# ---- design 1 ----
**src/rtl/ntt_resp_tracker.sv**
```systemverilog
// ntt_resp_tracker
//   Tracks the progress of one NTT iteration for the controller. It counts
//   AGU address grants, echoes every read/compute/write request back after
//   the fixed latency of the unit that serves it, keeps a running count of
//   butterfly results waiting to be written back, and reports the end of the
//   iteration once every unit has gone quiet.
//
// Parameters
//   RD_LAT   memory read latency in cycles          (1..8)
//   BU_LAT   butterfly pipeline latency in cycles   (1..32)
//   WR_LAT   memory write-commit latency in cycles  (1..8)
//   ITE_LEN  AGU address grants per iteration       (2..255)
//   MAX_PEND capacity of results awaiting write     (1..255)
//
// Ports
//   clk            sole clock, rising edge
//   rst            asynchronous active-low reset
//   AGU_enable     address grant request (accepted in IDLE/RUN only)
//   r_enable       memory read request
//   ntt_enable     butterfly compute request
//   w_enable       memory write request (retires one pending result)
//   flush          synchronous abort of the current iteration
//   BN_MA_out_en   accepted grant, one cycle later
//   r_enable_out   r_enable delayed RD_LAT cycles
//   ntt_done       ntt_enable delayed BU_LAT cycles
//   w_enable_out   w_enable delayed WR_LAT cycles
//   AGU_done       one-cycle pulse after the ITE_LEN-th grant
//   ite_done       one-cycle pulse when the iteration has fully drained
//   pend_cnt       results produced but not yet written
//   err_ovf        sticky: result arrived with pend_cnt already at MAX_PEND
//   err_unf        sticky: write arrived with no pending result
module ntt_resp_tracker #(
  parameter int RD_LAT   = 2,
  parameter int BU_LAT   = 10,
  parameter int WR_LAT   = 1,
  parameter int ITE_LEN  = 64,
  parameter int MAX_PEND = 16
) (
  input  logic       clk,
  input  logic       rst,
  input  logic       AGU_enable,
  input  logic       r_enable,
  input  logic       ntt_enable,
  input  logic       w_enable,
  input  logic       flush,
  output logic       BN_MA_out_en,
  output logic       r_enable_out,
  output logic       ntt_done,
  output logic       w_enable_out,
  output logic       AGU_done,
  output logic       ite_done,
  output logic [7:0] pend_cnt,
  output logic       err_ovf,
  output logic       err_unf
);

  typedef enum logic [1:0] {
    IDLE  = 2'd0,
    RUN   = 2'd1,
    DRAIN = 2'd2,
    DONE  = 2'd3
  } state_t;

  localparam logic [7:0] LAST_GRANT = 8'(ITE_LEN - 1);
  localparam logic [7:0] PEND_MAX   = 8'(MAX_PEND);

  state_t            state, state_nxt;
  logic [7:0]        agu_cnt, agu_cnt_nxt;
  logic              bn_nxt, agu_done_nxt;

  // One bit per cycle of latency; the oldest bit is the response output.
  logic [RD_LAT-1:0] rd_line;
  logic [BU_LAT-1:0] bu_line;
  logic [WR_LAT-1:0] wr_line;

  logic              lines_empty;
  logic              inputs_idle;
  logic [7:0]        pend_nxt;
  logic              ovf_set, unf_set;

  assign r_enable_out = rd_line[RD_LAT-1];
  assign ntt_done     = bu_line[BU_LAT-1];
  assign w_enable_out = wr_line[WR_LAT-1];

  assign lines_empty  = ~|rd_line & ~|bu_line & ~|wr_line;
  assign inputs_idle  = ~r_enable & ~ntt_enable & ~w_enable;

  // DONE lasts exactly one cycle, so the pulse is a plain state decode.
  assign ite_done     = (state == DONE);

  // ---------------------------------------------------------------------
  // Iteration FSM: next state, grant counter and grant-side pulses.
  // ---------------------------------------------------------------------
  always_comb begin
    // NOTE: every output of this block gets a default first, so no path
    // leaves a value unassigned and no latch is inferred.
    state_nxt    = state;
    agu_cnt_nxt  = agu_cnt;
    bn_nxt       = 1'b0;
    agu_done_nxt = 1'b0;

    case (state)
      IDLE: begin
        if (AGU_enable) begin
          bn_nxt      = 1'b1;
          agu_cnt_nxt = 8'd1;
          state_nxt   = RUN;
        end
      end
      RUN: begin
        if (AGU_enable) begin
          bn_nxt = 1'b1;
          if (agu_cnt == LAST_GRANT) begin
            agu_cnt_nxt  = 8'd0;
            agu_done_nxt = 1'b1;
            state_nxt    = DRAIN;
          end else begin
            agu_cnt_nxt = agu_cnt + 8'd1;
          end
        end
      end
      DRAIN: begin
        // Nothing in flight, nothing waiting to be written, and no new
        // request arriving this cycle that would restart activity.
        if (lines_empty && (pend_cnt == 8'd0) && inputs_idle) begin
          state_nxt = DONE;
        end
      end
      DONE: begin
        state_nxt = IDLE;
      end
      default: begin
        state_nxt = IDLE;
      end
    endcase

    // Abort wins over whatever the FSM would otherwise do this cycle.
    if (flush) begin
      state_nxt    = IDLE;
      agu_cnt_nxt  = 8'd0;
      bn_nxt       = 1'b0;
      agu_done_nxt = 1'b0;
    end
  end

  always_ff @(posedge clk or negedge rst) begin
    if (!rst) begin
      state        <= IDLE;
      agu_cnt      <= 8'd0;
      BN_MA_out_en <= 1'b0;
      AGU_done     <= 1'b0;
    end else begin
      // NOTE: sequential state uses non-blocking assignments so every flop
      // samples the pre-edge values regardless of statement order.
      state        <= state_nxt;
      agu_cnt      <= agu_cnt_nxt;
      BN_MA_out_en <= bn_nxt;
      AGU_done     <= agu_done_nxt;
    end
  end

  // ---------------------------------------------------------------------
  // Response delay lines. Requests are echoed in every FSM state.
  // ---------------------------------------------------------------------
  always_ff @(posedge clk or negedge rst) begin
    if (!rst) begin
      // NOTE: the delay lines are a few flops rather than a RAM, so they
      // are reset; that is what discards in-flight responses on reset.
      rd_line <= '0;
      bu_line <= '0;
      wr_line <= '0;
    end else if (flush) begin
      rd_line <= '0;
      bu_line <= '0;
      wr_line <= '0;
    end else begin
      rd_line <= (rd_line << 1) | RD_LAT'(r_enable);
      bu_line <= (bu_line << 1) | BU_LAT'(ntt_enable);
      wr_line <= (wr_line << 1) | WR_LAT'(w_enable);
    end
  end

  // ---------------------------------------------------------------------
  // Pending-result counter. A result and a write in the same cycle cancel.
  // ---------------------------------------------------------------------
  always_comb begin
    pend_nxt = pend_cnt;
    ovf_set  = 1'b0;
    unf_set  = 1'b0;
    if (ntt_done && !w_enable) begin
      if (pend_cnt == PEND_MAX) ovf_set  = 1'b1;
      else                      pend_nxt = pend_cnt + 8'd1;
    end else if (w_enable && !ntt_done) begin
      if (pend_cnt == 8'd0) unf_set  = 1'b1;
      else                  pend_nxt = pend_cnt - 8'd1;
    end
  end

  always_ff @(posedge clk or negedge rst) begin
    if (!rst) begin
      pend_cnt <= 8'd0;
      err_ovf  <= 1'b0;
      err_unf  <= 1'b0;
    end else if (flush) begin
      // Errors survive an abort so software can still see what went wrong.
      pend_cnt <= 8'd0;
    end else begin
      pend_cnt <= pend_nxt;
      err_ovf  <= err_ovf | ovf_set;
      err_unf  <= err_unf | unf_set;
    end
  end

endmodule

```
**config.mk**
```make
export PLATFORM = sky130hd
export DESIGN_NAME = ntt_resp_tracker
export DESIGN_NICKNAME = d
export VERILOG_FILES = /design/src/rtl/ntt_resp_tracker.sv
export SDC_FILE = /design/constraint.sdc
export NUM_CORES = 1
export LEC_CHECK = 0
export ABC_AREA = 1
export CORE_ASPECT_RATIO = 1.2
export CORE_MARGIN = 2
export CORE_UTILIZATION = 55
export CTS_CLUSTER_DIAMETER = 80
export CTS_CLUSTER_SIZE = 16
export DETAILED_ROUTE_END_ITERATION = 12
export MAX_ROUTING_LAYER = met4
export PLACE_DENSITY = 0.78
export SLEW_MARGIN = 20
export SYNTH_ARGS = -nofsm -noshare
export SYNTH_HDL_FRONTEND = slang
export SYNTH_SLANG_ARGS = --single-unit
```
**constraint.sdc**
```tcl
create_clock -name clk -period 2.1 [get_ports clk]
set_clock_uncertainty 0.15 [all_clocks]
set_input_delay 0.42 -clock clk [delete_from_list [all_inputs] [get_ports clk]]
set_output_delay 0.42 -clock clk [all_outputs]
set_load 0.01 [all_outputs]
```
Design 1, metal 1:
The bar under the picture is 20 µm long.
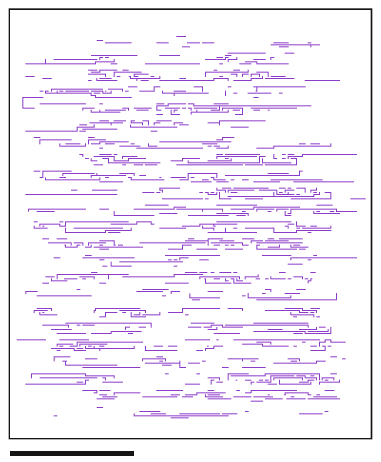
- wire length on this layer: 1860 µm
- main direction: horizontal
met1 routing resource usage after global routing: 29.6%
routed vias: 1682
WL final: 4180 µm

Design 1, metal 2:
The bar under the picture is 20 µm long. Cells faint in the background.
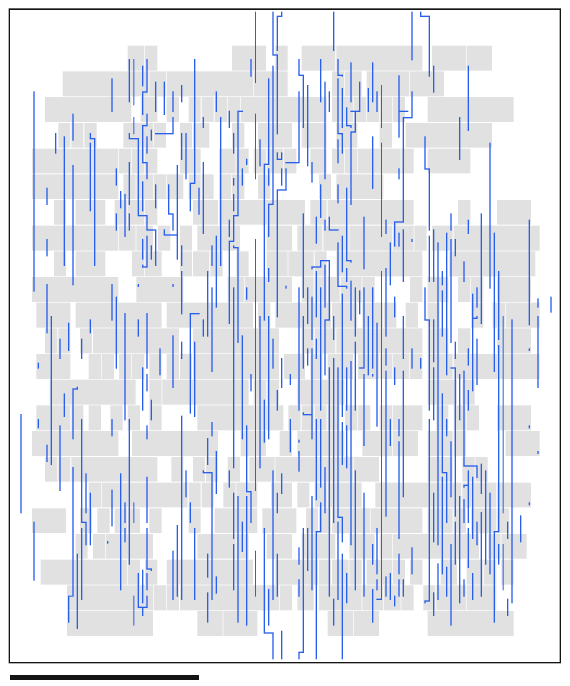
- longest straight run: 34.7 µm
- wire length on this layer: 2150 µm
- share of all routed wire: 51%
- nets with wire on the layer: 245
- main direction: vertical
GR Util met2: 37.4%

==> summary.txt <==
Synthesis and PnR results.

- The flow ran to the end, and the final reports show no timing, DRC or antenna violations.
- Final hold analysis gives a worst-case slack of 0.334 ns.
- Per the cell usage report, the commonest logic cells after layout are nand2_1 (58), nor2_1 (48), dfrtp_1 (35), inv_1 (34), clkdlybuf4s50_1 (21).
- According to the floorplan report, the total die area is 0.00402 mm².
- Note that the worst hold path type here is reg2reg.
- In this run the static leakage power is between 1 and 1.5 nW.
- The initial antenna violation count is 0.
- The share of total power in the clock network is 20.2%.
- Measured along the y axis, the die boundary spans between 60 and 70 µm.
- The type of origin of the critical path reads a register.
- Setup slack on the critical path of the routed design comes to 0.147 ns.
- In the final layout, the registers with the most flip-flops are bu_line x10, agu_cnt x8, pend_cnt x8.
- Per the final timing report, the hold violations number 0.
- Derived from the worst setup path, the maximum achievable clock frequency is around 510 MHz.
- The final weighted congestion in routability-driven placement reads 0.880.
- The script extracted a net switching power of between 0.9 and 1 mW.
- The count of distinct cell types in the synthesized netlist reads 22.
- The post-detailed-route DRC marker count is 0.
- The heaviest power group is combinational logic.
- Dividing the detail-routed wire length by the instance count gives 12.7 µm.
- The CTS sink count reads 35.
- The register area share after synthesis reads 45.2%.
- The mean post-synth cell area is 7.81 µm².
- The combined area of the multi-input logic cells is around 970 µm².
- Per the slew report, the remaining headroom to the max-slew limit stands at 70.7%.
- The clock-pin slew on the worst setup and hold paths reads 0.07 ns.
[cell type report]
type / count / share of cell area [%]
flip-flops and latches: 35 / 35.3
repair buffers: 41 / 14.9
clock inverters: 1 / 0.202
multi-input cells: 174 / 39.1
well taps: 37 / 1.87
clock buffers: 6 / 3.33
inverters: 35 / 5.30
[path summary, 6_finish.rpt]
check	from	end	slack, ns	cells after the start
max	state[1]	ite_done	0.15	2
min reg2reg	bu_line[5]	bu_line[6]	0.33	2
min in group asynchronous	rst	state[0]	0.38	2
max reg2reg	bu_line[9]	pend_cnt[7]	0.22	12
min	bu_line[5]	bu_line[6]	0.33	2
max in group asynchronous	rst	bu_line[0]	1.10	2
[synthesized netlist by cell type]
cell type  number  share of area [%]
nand2_1        59                 11
nor2_1         49                9.5
dfrtp_1        35                 45
inv_1          35                6.8
nand4_1        12                3.9
ha_1           11                7.1
nand3_1         9                2.3
xor2_1          7                3.2
o21ai_0         6                1.5
a21oi_1         5                1.3
nor3_1          4                1.0
o21bai_1        4                1.5
clkbuf_1        2               0.39
nand3b_1        2               0.77
a21o_1          1               0.39
a21oi_4         1               0.84
and2_1          1               0.32
buf_2           1               0.26
buf_6           1               0.58
fa_1            1                1.0
or2_0           1               0.32
or2_1           1               0.32

# ---- design 2 ----
Design 2, metal 1:
The bar under the picture is 20 µm long.
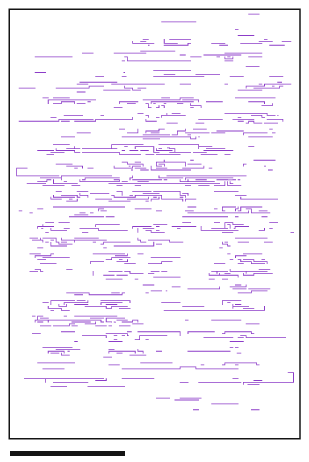
Design 2, metal 2:
The bar under the picture is 20 µm long. Cells faint in the background.
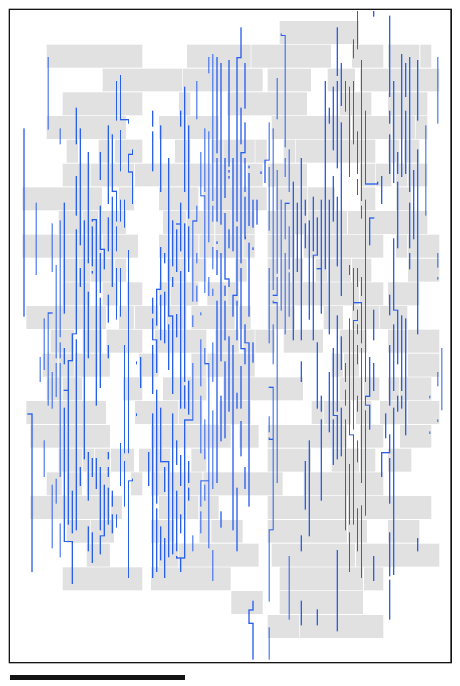
===== config.mk =====
export PLATFORM = sky130hd
export DESIGN_NAME = frame_ctrl_mc_flat
export DESIGN_NICKNAME = d
export VERILOG_FILES = /design/src/rtl/frame_ctrl_pkg.sv /design/src/rtl/frame_ctrl_mc_if.sv /design/src/rtl/frame_ctrl_mc_vsync_edge.sv /design/src/rtl/frame_ctrl_mc.sv /design/src/flat_wrapper.sv
export SDC_FILE = /design/constraint.sdc
export NUM_CORES = 1
export LEC_CHECK = 0
export CAP_MARGIN = 40
export CORE_ASPECT_RATIO = 1.5
export CORE_UTILIZATION = 55
export CTS_CLUSTER_SIZE = 16
export DETAILED_ROUTE_END_ITERATION = 10
export PLACE_DENSITY = 0.75
export SLEW_MARGIN = 5
export SYNTH_ARGS = -nofsm -noshare
export SYNTH_HDL_FRONTEND = slang
export SYNTH_SLANG_ARGS = --single-unit

===== constraint.sdc =====
create_clock -name CCLK -period 3 [get_ports CCLK]
set_input_delay 0.6 -clock CCLK [delete_from_list [all_inputs] [get_ports CCLK]]
set_output_delay 0.6 -clock CCLK [all_outputs]
set_load 0.01 [all_outputs]

===== src/rtl/frame_ctrl_pkg.sv =====
// rtl/frame_ctrl_pkg.sv - shared types and helpers for the multi-channel frame controller
package frame_ctrl_pkg;

  typedef enum logic {
    ST_IDLE    = 1'b0,
    ST_COLLECT = 1'b1
  } gather_state_e;

  function automatic int clog2(input int value);
    int result;
    result = 0;
    for (int i = 0; i < 31; i++) begin
      if ((1 << i) < value) result = i + 1;
    end
    return result;
  endfunction

  // Low bit of channel ch's field inside a packed frame-number vector.
  function automatic int fn_lsb(input int ch, input int width);
    return ch * width;
  endfunction

endpackage


===== src/rtl/frame_ctrl_mc_if.sv =====
// rtl/frame_ctrl_mc_if.sv - camera-side inputs and frame-status outputs of frame_ctrl_mc
interface frame_ctrl_mc_if #(
  parameter int NUM_CH   = 2,
  parameter int FN_WIDTH = 2
);
  logic [NUM_CH-1:0]          iVSYNC;
  logic                       iRESYNC;
  logic [NUM_CH*FN_WIDTH-1:0] oFRAME_NUM;
  logic [NUM_CH-1:0]          oFRAME_START;
  logic                       oALL_START;
  logic                       oSKEW_ERR;
  logic                       oLOCKED;

  modport master (
    output iVSYNC, iRESYNC,
    input  oFRAME_NUM, oFRAME_START, oALL_START, oSKEW_ERR, oLOCKED
  );

  modport slave (
    input  iVSYNC, iRESYNC,
    output oFRAME_NUM, oFRAME_START, oALL_START, oSKEW_ERR, oLOCKED
  );
endinterface


===== src/rtl/frame_ctrl_mc_vsync_edge.sv =====
// rtl/frame_ctrl_mc_vsync_edge.sv - VSYNC synchroniser with registered rise detect
// rise_o is the combinational edge seen by the counters; start_o is its registered pulse.
module vsync_edge (
  input  logic CCLK,
  input  logic RST_N,
  input  logic vsync_i,
  output logic rise_o,
  output logic start_o
);
  logic meta_q;
  logic sync_q;
  logic prev_q;
  logic start_q;

  // Flops reset high so a VSYNC held high across reset is not taken as a new frame.
  always_ff @(posedge CCLK or negedge RST_N) begin
    if (!RST_N) begin
      meta_q  <= 1'b1;
      sync_q  <= 1'b1;
      prev_q  <= 1'b1;
      start_q <= 1'b0;
    end else begin
      meta_q  <= vsync_i;
      sync_q  <= meta_q;
      prev_q  <= sync_q;
      start_q <= rise_o;
    end
  end

  assign rise_o  = sync_q & ~prev_q;
  assign start_o = start_q;
endmodule


===== src/rtl/frame_ctrl_mc.sv =====
// rtl/frame_ctrl_mc.sv - per-channel frame numbering, aligned-start gathering and lock tracking
module frame_ctrl_mc
  import frame_ctrl_pkg::*;
#(
  parameter int NUM_CH    = 2,
  parameter int MAX_FRAME = 3,
  parameter int FN_WIDTH  = 2,
  parameter int WIN_WIDTH = 16,
  parameter int SYNC_WIN  = 1000,
  parameter int LOCK_CNT  = 4
) (
  input logic              CCLK,
  input logic              RST_N,
  frame_ctrl_mc_if.slave   bus
);
  localparam int                   LOCK_W   = clog2(LOCK_CNT + 1);
  localparam logic [NUM_CH-1:0]    ALL_ONES = '1;
  localparam logic [WIN_WIDTH-1:0] WIN_LAST = WIN_WIDTH'(SYNC_WIN - 1);
  localparam logic [LOCK_W-1:0]    LOCK_MAX = LOCK_W'(LOCK_CNT);
  localparam logic [FN_WIDTH-1:0]  FN_LAST  = FN_WIDTH'(MAX_FRAME - 1);

  logic [NUM_CH-1:0]          rise;
  logic [NUM_CH-1:0]          start_pulse;
  logic [NUM_CH*FN_WIDTH-1:0] fn_q, fn_d, fn_inc;
  logic                       fn_equal;
  gather_state_e              state_q, state_d;
  logic [NUM_CH-1:0]          mask_q, mask_d, merged;
  logic                       dup;
  logic [WIN_WIDTH-1:0]       win_q, win_d;
  logic                       all_start_q, all_start_d;
  logic                       skew_err_q, skew_err_d;
  logic [LOCK_W-1:0]          lock_q, lock_d;

  for (genvar g = 0; g < NUM_CH; g++) begin : g_edge
    vsync_edge u_edge (
      .CCLK    (CCLK),
      .RST_N   (RST_N),
      .vsync_i (bus.iVSYNC[g]),
      .rise_o  (rise[g]),
      .start_o (start_pulse[g])
    );
  end

  function automatic logic [FN_WIDTH-1:0] wrap_inc(input logic [FN_WIDTH-1:0] v);
    return (v == FN_LAST) ? '0 : v + FN_WIDTH'(1);
  endfunction

  always_comb begin
    fn_equal = 1'b1;
    for (int i = 1; i < NUM_CH; i++) begin
      if (fn_q[fn_lsb(i, FN_WIDTH) +: FN_WIDTH] != fn_q[FN_WIDTH-1:0]) fn_equal = 1'b0;
    end
  end

  // Realignment copies channel 0's post-increment value so a coincident ch0 start is kept.
  always_comb begin
    fn_inc = fn_q;
    for (int i = 0; i < NUM_CH; i++) begin
      if (rise[i]) begin
        fn_inc[fn_lsb(i, FN_WIDTH) +: FN_WIDTH] = wrap_inc(fn_q[fn_lsb(i, FN_WIDTH) +: FN_WIDTH]);
      end
    end
    fn_d = fn_inc;
    if (bus.iRESYNC) begin
      fn_d = '0;
    end else if (all_start_q && !fn_equal) begin
      for (int i = 0; i < NUM_CH; i++) begin
        fn_d[fn_lsb(i, FN_WIDTH) +: FN_WIDTH] = fn_inc[FN_WIDTH-1:0];
      end
    end
  end

  always_comb begin
    state_d     = state_q;
    mask_d      = mask_q;
    win_d       = win_q;
    all_start_d = 1'b0;
    skew_err_d  = 1'b0;
    merged      = mask_q | rise;
    dup         = |(mask_q & rise);
    case (state_q)
      ST_IDLE: begin
        if (|rise) begin
          win_d = '0;
          if (rise == ALL_ONES) begin
            all_start_d = 1'b1;
            mask_d      = '0;
          end else begin
            mask_d  = rise;
            state_d = ST_COLLECT;
          end
        end
      end
      ST_COLLECT: begin
        // Completion is tested before the timeout so a last start on the final cycle still wins.
        if (dup) begin
          skew_err_d = 1'b1;
          mask_d     = '0;
          state_d    = ST_IDLE;
        end else if (merged == ALL_ONES) begin
          all_start_d = 1'b1;
          mask_d      = '0;
          state_d     = ST_IDLE;
        end else if (win_q == WIN_LAST) begin
          skew_err_d = 1'b1;
          mask_d     = '0;
          state_d    = ST_IDLE;
        end else begin
          mask_d = merged;
          win_d  = win_q + WIN_WIDTH'(1);
        end
      end
      default: state_d = ST_IDLE;
    endcase
    if (bus.iRESYNC) begin
      state_d     = ST_IDLE;
      mask_d      = '0;
      win_d       = '0;
      all_start_d = 1'b0;
      skew_err_d  = 1'b0;
    end
  end

  always_comb begin
    lock_d = lock_q;
    if (bus.iRESYNC || skew_err_q) begin
      lock_d = '0;
    end else if (all_start_q) begin
      if (!fn_equal)              lock_d = '0;
      else if (lock_q != LOCK_MAX) lock_d = lock_q + LOCK_W'(1);
    end
  end

  always_ff @(posedge CCLK or negedge RST_N) begin
    if (!RST_N) begin
      state_q     <= ST_IDLE;
      mask_q      <= '0;
      win_q       <= '0;
      fn_q        <= '0;
      lock_q      <= '0;
      all_start_q <= 1'b0;
      skew_err_q  <= 1'b0;
    end else begin
      state_q     <= state_d;
      mask_q      <= mask_d;
      win_q       <= win_d;
      fn_q        <= fn_d;
      lock_q      <= lock_d;
      all_start_q <= all_start_d;
      skew_err_q  <= skew_err_d;
    end
  end

  assign bus.oFRAME_NUM   = fn_q;
  assign bus.oFRAME_START = start_pulse;
  assign bus.oALL_START   = all_start_q;
  assign bus.oSKEW_ERR    = skew_err_q;
  assign bus.oLOCKED      = (lock_q == LOCK_MAX);
endmodule


===== src/flat_wrapper.sv =====
// flat-port wrapper written by rule: the top's interface ports become plain ports
module frame_ctrl_mc_flat import frame_ctrl_pkg::*;
#(
  parameter int NUM_CH    = 2,
  parameter int MAX_FRAME = 3,
  parameter int FN_WIDTH  = 2,
  parameter int WIN_WIDTH = 16,
  parameter int SYNC_WIN  = 1000,
  parameter int LOCK_CNT  = 4
)
  (CCLK, RST_N, bus_iVSYNC, bus_iRESYNC, bus_oFRAME_NUM, bus_oFRAME_START, bus_oALL_START, bus_oSKEW_ERR, bus_oLOCKED);
  frame_ctrl_mc_if #(.NUM_CH(NUM_CH), .FN_WIDTH(FN_WIDTH)) bus_i ();
  input logic CCLK;
  input logic RST_N;
  input wire logic [$bits(bus_i.iVSYNC)-1:0] bus_iVSYNC;
  input wire logic [$bits(bus_i.iRESYNC)-1:0] bus_iRESYNC;
  output wire logic [$bits(bus_i.oFRAME_NUM)-1:0] bus_oFRAME_NUM;
  output wire logic [$bits(bus_i.oFRAME_START)-1:0] bus_oFRAME_START;
  output wire logic [$bits(bus_i.oALL_START)-1:0] bus_oALL_START;
  output wire logic [$bits(bus_i.oSKEW_ERR)-1:0] bus_oSKEW_ERR;
  output wire logic [$bits(bus_i.oLOCKED)-1:0] bus_oLOCKED;
  assign bus_i.iVSYNC = bus_iVSYNC;
  assign bus_i.iRESYNC = bus_iRESYNC;
  assign bus_oFRAME_NUM = bus_i.oFRAME_NUM;
  assign bus_oFRAME_START = bus_i.oFRAME_START;
  assign bus_oALL_START = bus_i.oALL_START;
  assign bus_oSKEW_ERR = bus_i.oSKEW_ERR;
  assign bus_oLOCKED = bus_i.oLOCKED;
  frame_ctrl_mc #(.NUM_CH(NUM_CH), .MAX_FRAME(MAX_FRAME), .FN_WIDTH(FN_WIDTH), .WIN_WIDTH(WIN_WIDTH), .SYNC_WIN(SYNC_WIN), .LOCK_CNT(LOCK_CNT)) u_core (.CCLK(CCLK), .RST_N(RST_N), .bus(bus_i));
endmodule

==> summary.txt <==
Synthesis and PnR results.

- The flow ran to the end, and the final reports show no timing, DRC or antenna violations.
- The dominant kind of combinational cell reads simple AND/OR/NAND/NOR gates.
- The number of flip-flops in the largest register is 16.
- The deepest level of the CTS H-tree is 2.
- The initial utilization of the core area, before any placement, comes to approximately 57%.
- The number of nets at the end of the flow is 216.
- The total grt overflow reads 0.
- Entering global routing, the biggest net connects 27 pins.
- The switching power total reads 0.268 mW.
- The endpoint with the worst hold slack reads u_core.g_edge[0].u_edge.sync_q.
- Summed over all sequential cells, the power is about 0.53 mW.
- The detailed router finished its first iteration with 45 violations.
- In this run, the synthesized area fraction spent on adder and majority cells is recorded as under 10%.
- The power after layout is 1.07 mW.
- The CTS tree is yes.
- The worst setup path is launched from a register.
- The register area share after synthesis reads 46.9%.
- The number of global-route vias before repair reads 1565.
## Picture notes: 'metal 1' of design 2
- wire length on this layer: 1470 µm
- nets with wire on the layer: 193
routed vias: 1541
WL final: 3950 µm
met1 routing resource usage after global routing: 23.5%

## Picture notes: 'metal 2' of design 2
- nets with wire on the layer: 194
- main direction: vertical
- share of all routed wire: 57%
GR Util met2: 47.1%

-- worst reg2reg max path: cells and delay by family (launching register included) --
kind	cells	cell delay [ns]
flip-flops	1	0.54
AND-OR/OR-AND	1	0.16
AND/OR/NAND/NOR	4	1.46
adder cells (fa/ha/maj)	1	0.32
-- final cells by class --
type | count | area [µm²]
fillers | 281 | 1190
inverters | 8 | 30.0
well taps | 42 | 52.6
clock buffers | 6 | 72.6
flip-flops and latches | 36 | 908
repair buffers | 15 | 145
multi-input cells | 138 | 951
clock inverters | 2 | 35.0
-- through the flow --
| step | hold slack, ns | cells |
|---|---|---|
| 2_1_floorplan | 0.304 | 189 |
| 3_3_place_gp | 0.346 | 239 |
| 3_5_place_dp | 0.350 | 239 |
| 4_1_cts | 0.360 | 247 |
| 5_1_grt | 0.362 | 247 |
| 6_report | 0.358 | 247 |
-- layer usage --
layer	vias up	wire (µm)	share of wire [%]	track usage, %
met5	-	0	0	0
met4	0	89	2.3	12.3
met3	9	123	3.1	5.25
met2	39	2270	57	47.1
met1	767	1470	37	23.5
li1	726	-	-	-

# ---- design 3 ----
Design 3, metal 1:
The bar under the picture is 20 µm long.
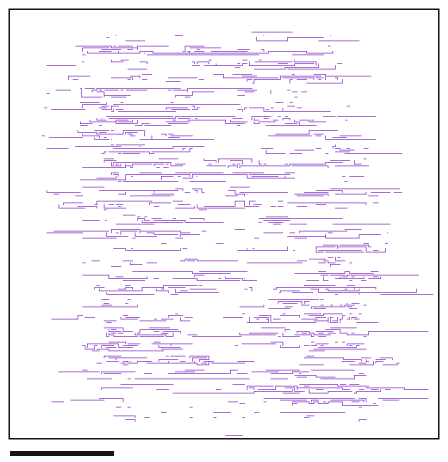
## src/rtl/chip8_sound_delay_timers.sv

```systemverilog
// rtl/chip8_sound_delay_timers.sv - CHIP-8 delay/sound timer registers and buzzer tone generator
module chip8_sound_delay_timers #(
  parameter int CLOCK_HZ    = 12000000,
  parameter int TONE_HZ     = 440,
  parameter int HALF_PERIOD = CLOCK_HZ / (2 * TONE_HZ)
) (
  input  logic       clk,
  input  logic       reset,
  input  logic       timer_60hz_tick,
  input  logic       dt_we,
  input  logic       st_we,
  input  logic [7:0] wdata,
  output logic [7:0] dt_value,
  output logic [7:0] st_value,
  output logic       sound_active,
  output logic       buzzer
);

  localparam int          HP      = (HALF_PERIOD < 1) ? 1 : HALF_PERIOD;
  localparam logic [31:0] HP_LAST = 32'(HP - 1);

  typedef enum logic {IDLE, TONE} tone_state_t;

  tone_state_t state;
  logic [7:0]  dt, st, dt_next, st_next;
  logic [31:0] tone_cnt;
  logic        buzzer_q;

  // Write beats tick per register; ticks saturate at zero.
  always_comb begin
    dt_next = dt;
    st_next = st;
    if (dt_we)
      dt_next = wdata;
    else if (timer_60hz_tick && dt != 8'd0)
      dt_next = dt - 8'd1;
    if (st_we)
      st_next = wdata;
    else if (timer_60hz_tick && st != 8'd0)
      st_next = st - 8'd1;
  end

  // Tone follows st_next so the buzzer drops on the same edge ST reaches zero.
  always_ff @(posedge clk) begin
    if (reset) begin
      dt       <= 8'd0;
      st       <= 8'd0;
      state    <= IDLE;
      tone_cnt <= 32'd0;
      buzzer_q <= 1'b0;
    end else begin
      dt <= dt_next;
      st <= st_next;
      case (state)
        IDLE: begin
          tone_cnt <= 32'd0;
          buzzer_q <= 1'b0;
          if (st_next != 8'd0)
            state <= TONE;
        end
        TONE: begin
          if (st_next == 8'd0) begin
            state    <= IDLE;
            tone_cnt <= 32'd0;
            buzzer_q <= 1'b0;
          end else if (tone_cnt == HP_LAST) begin
            tone_cnt <= 32'd0;
            buzzer_q <= ~buzzer_q;
          end else begin
            tone_cnt <= tone_cnt + 32'd1;
          end
        end
        default: begin
          state    <= IDLE;
          tone_cnt <= 32'd0;
          buzzer_q <= 1'b0;
        end
      endcase
    end
  end

  assign dt_value     = dt;
  assign st_value     = st;
  assign sound_active = (st != 8'd0);
  assign buzzer       = buzzer_q;

endmodule

```

## config.mk

```make
export PLATFORM = sky130hd
export DESIGN_NAME = chip8_sound_delay_timers
export DESIGN_NICKNAME = d
export VERILOG_FILES = /design/src/rtl/chip8_sound_delay_timers.sv
export SDC_FILE = /design/constraint.sdc
export NUM_CORES = 1
export LEC_CHECK = 0
export CAP_MARGIN = 0
export CORE_MARGIN = 1.5
export CORE_UTILIZATION = 40
export CTS_CLUSTER_SIZE = 20
export DETAILED_ROUTE_END_ITERATION = 10
export SETUP_SLACK_MARGIN = 0.15
export SLEW_MARGIN = 40
export SYNTH_ARGS = -nofsm -noshare
export SYNTH_HDL_FRONTEND = slang
export SYNTH_SLANG_ARGS = --single-unit
```

## constraint.sdc

```tcl
create_clock -name clk -period 3.86 [get_ports clk]
set_clock_uncertainty 0.1 [all_clocks]
set_input_delay 0.965 -clock clk [delete_from_list [all_inputs] [get_ports clk]]
set_output_delay 0.965 -clock clk [all_outputs]
set_load 0.1 [all_outputs]
```

==> summary.txt <==
Synthesis and PnR results.

- The final critical-path setup slack is 0.801 ns.
- The worst-path cell with the longest stage delay reads nor3b_1.
- The power after layout reads around 1.3 mW.
- The final tally of setup violations is 0.
- The share of the clock period used by the worst path after layout is between 70% and 80%.
- For the pin with the worst max-slew slack, the measured transition is 0.803 ns.
- The fraction of registers with async set or reset after synthesis reads 0%.
- The run finished with clean final reports.
- The synthesized-area fraction occupied by adder cells reads 2.47%.
- In this run the critical path is formed by inv_1 -> ha_1 -> nor3b_1 -> nand2_1 -> buf_4.
- For this run the aggregate overflow at the end of global routing stands at 0.
- The core region area is 0.00603 mm².
- The warning count from the yosys run reads 0.
- The final cell area excluding filler cells is 0.00299 mm².
- In the power breakdown, the internal column shows 0.892 mW.
- On the critical path the largest part of the delay comes from simple AND/OR/NAND/NOR gates.
- The static leakage power is between 1 and 1.5 nW.
- The number of well-tap cells placed reads 75.
- The flow reported a cell area power density of 433 mW/mm².
- Per the timing report, the most critical flop-to-flop path originates at st_value[0].
- The share of final-layout standard cells stronger than drive strength 1 reads 11.4%.
About 'metal 1' of design 3:
- share of all routed wire: 50%
- wire length on this layer: 2770 µm
- nets with wire on the layer: 317
met1 routing resource usage after global routing: 25.1%
WL final: 5540 µm

-- layer usage --
metal,routed length [µm],vias to the layer above,track usage [%]
met5,0,-,0
met4,121,0,6.83
met3,306,12,4.40
met2,2350,49,24.1
met1,2770,991,25.1
li1,-,1089,-
-- worst register-to-register path, cell delays in order, from the launching register on --
cell and delay [ns]:
dfxtp_1 0.36, inv_1 0.12, ha_1 0.17, nor3b_1 0.67
a2111oi_0 0.25, a311oi_1 0.43, nand4_2 0.20, o21ai_4 0.19
buf_12 0.19, nor2_1 0.07
-- cells in the final DEF (no fill, tap or decap), types with 4 or more instances in the layout --
cell type and instances:
buf_2 9, a21oi_1 4, a211oi_1 7, nor3_1 14
xnor2_1 14, clkdlybuf4s50_1 12, mux2i_1 4, nor4_1 5
inv_1 8, buf_4 11, dfxtp_1 50, nand2_1 16
clkbuf_8 6, ha_1 5, and4_1 4, nor2_1 55
nand3_1 9, nand4_1 10, xor2_1 25, and3_1 11
-- state kept, by name, indices dropped and copies added (netlist names) --
name,count
tone_cnt,32
buzzer,1
state,1
dt_value,8
st_value,8


## Gallery

Routing congestion.
image #1
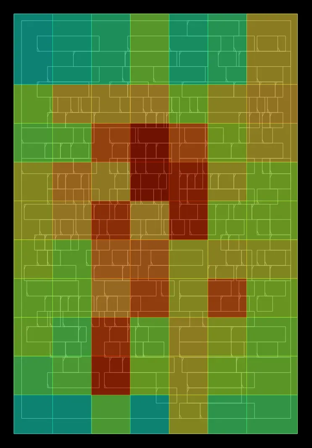
image #2
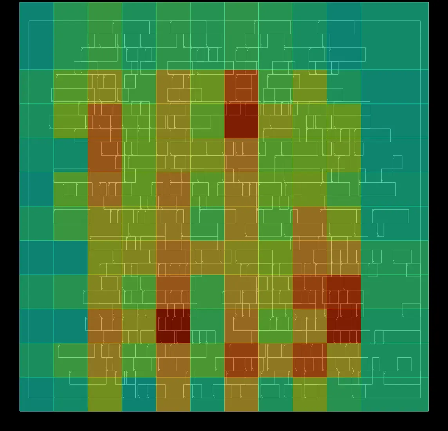
image #3
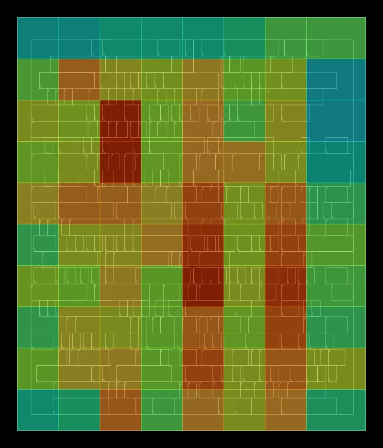
For design 1, see image #3.
For design 2, see image #1.
For design 3, see image #2.

Power figures rest on the tool's default switching activity, not on a simulated workload.
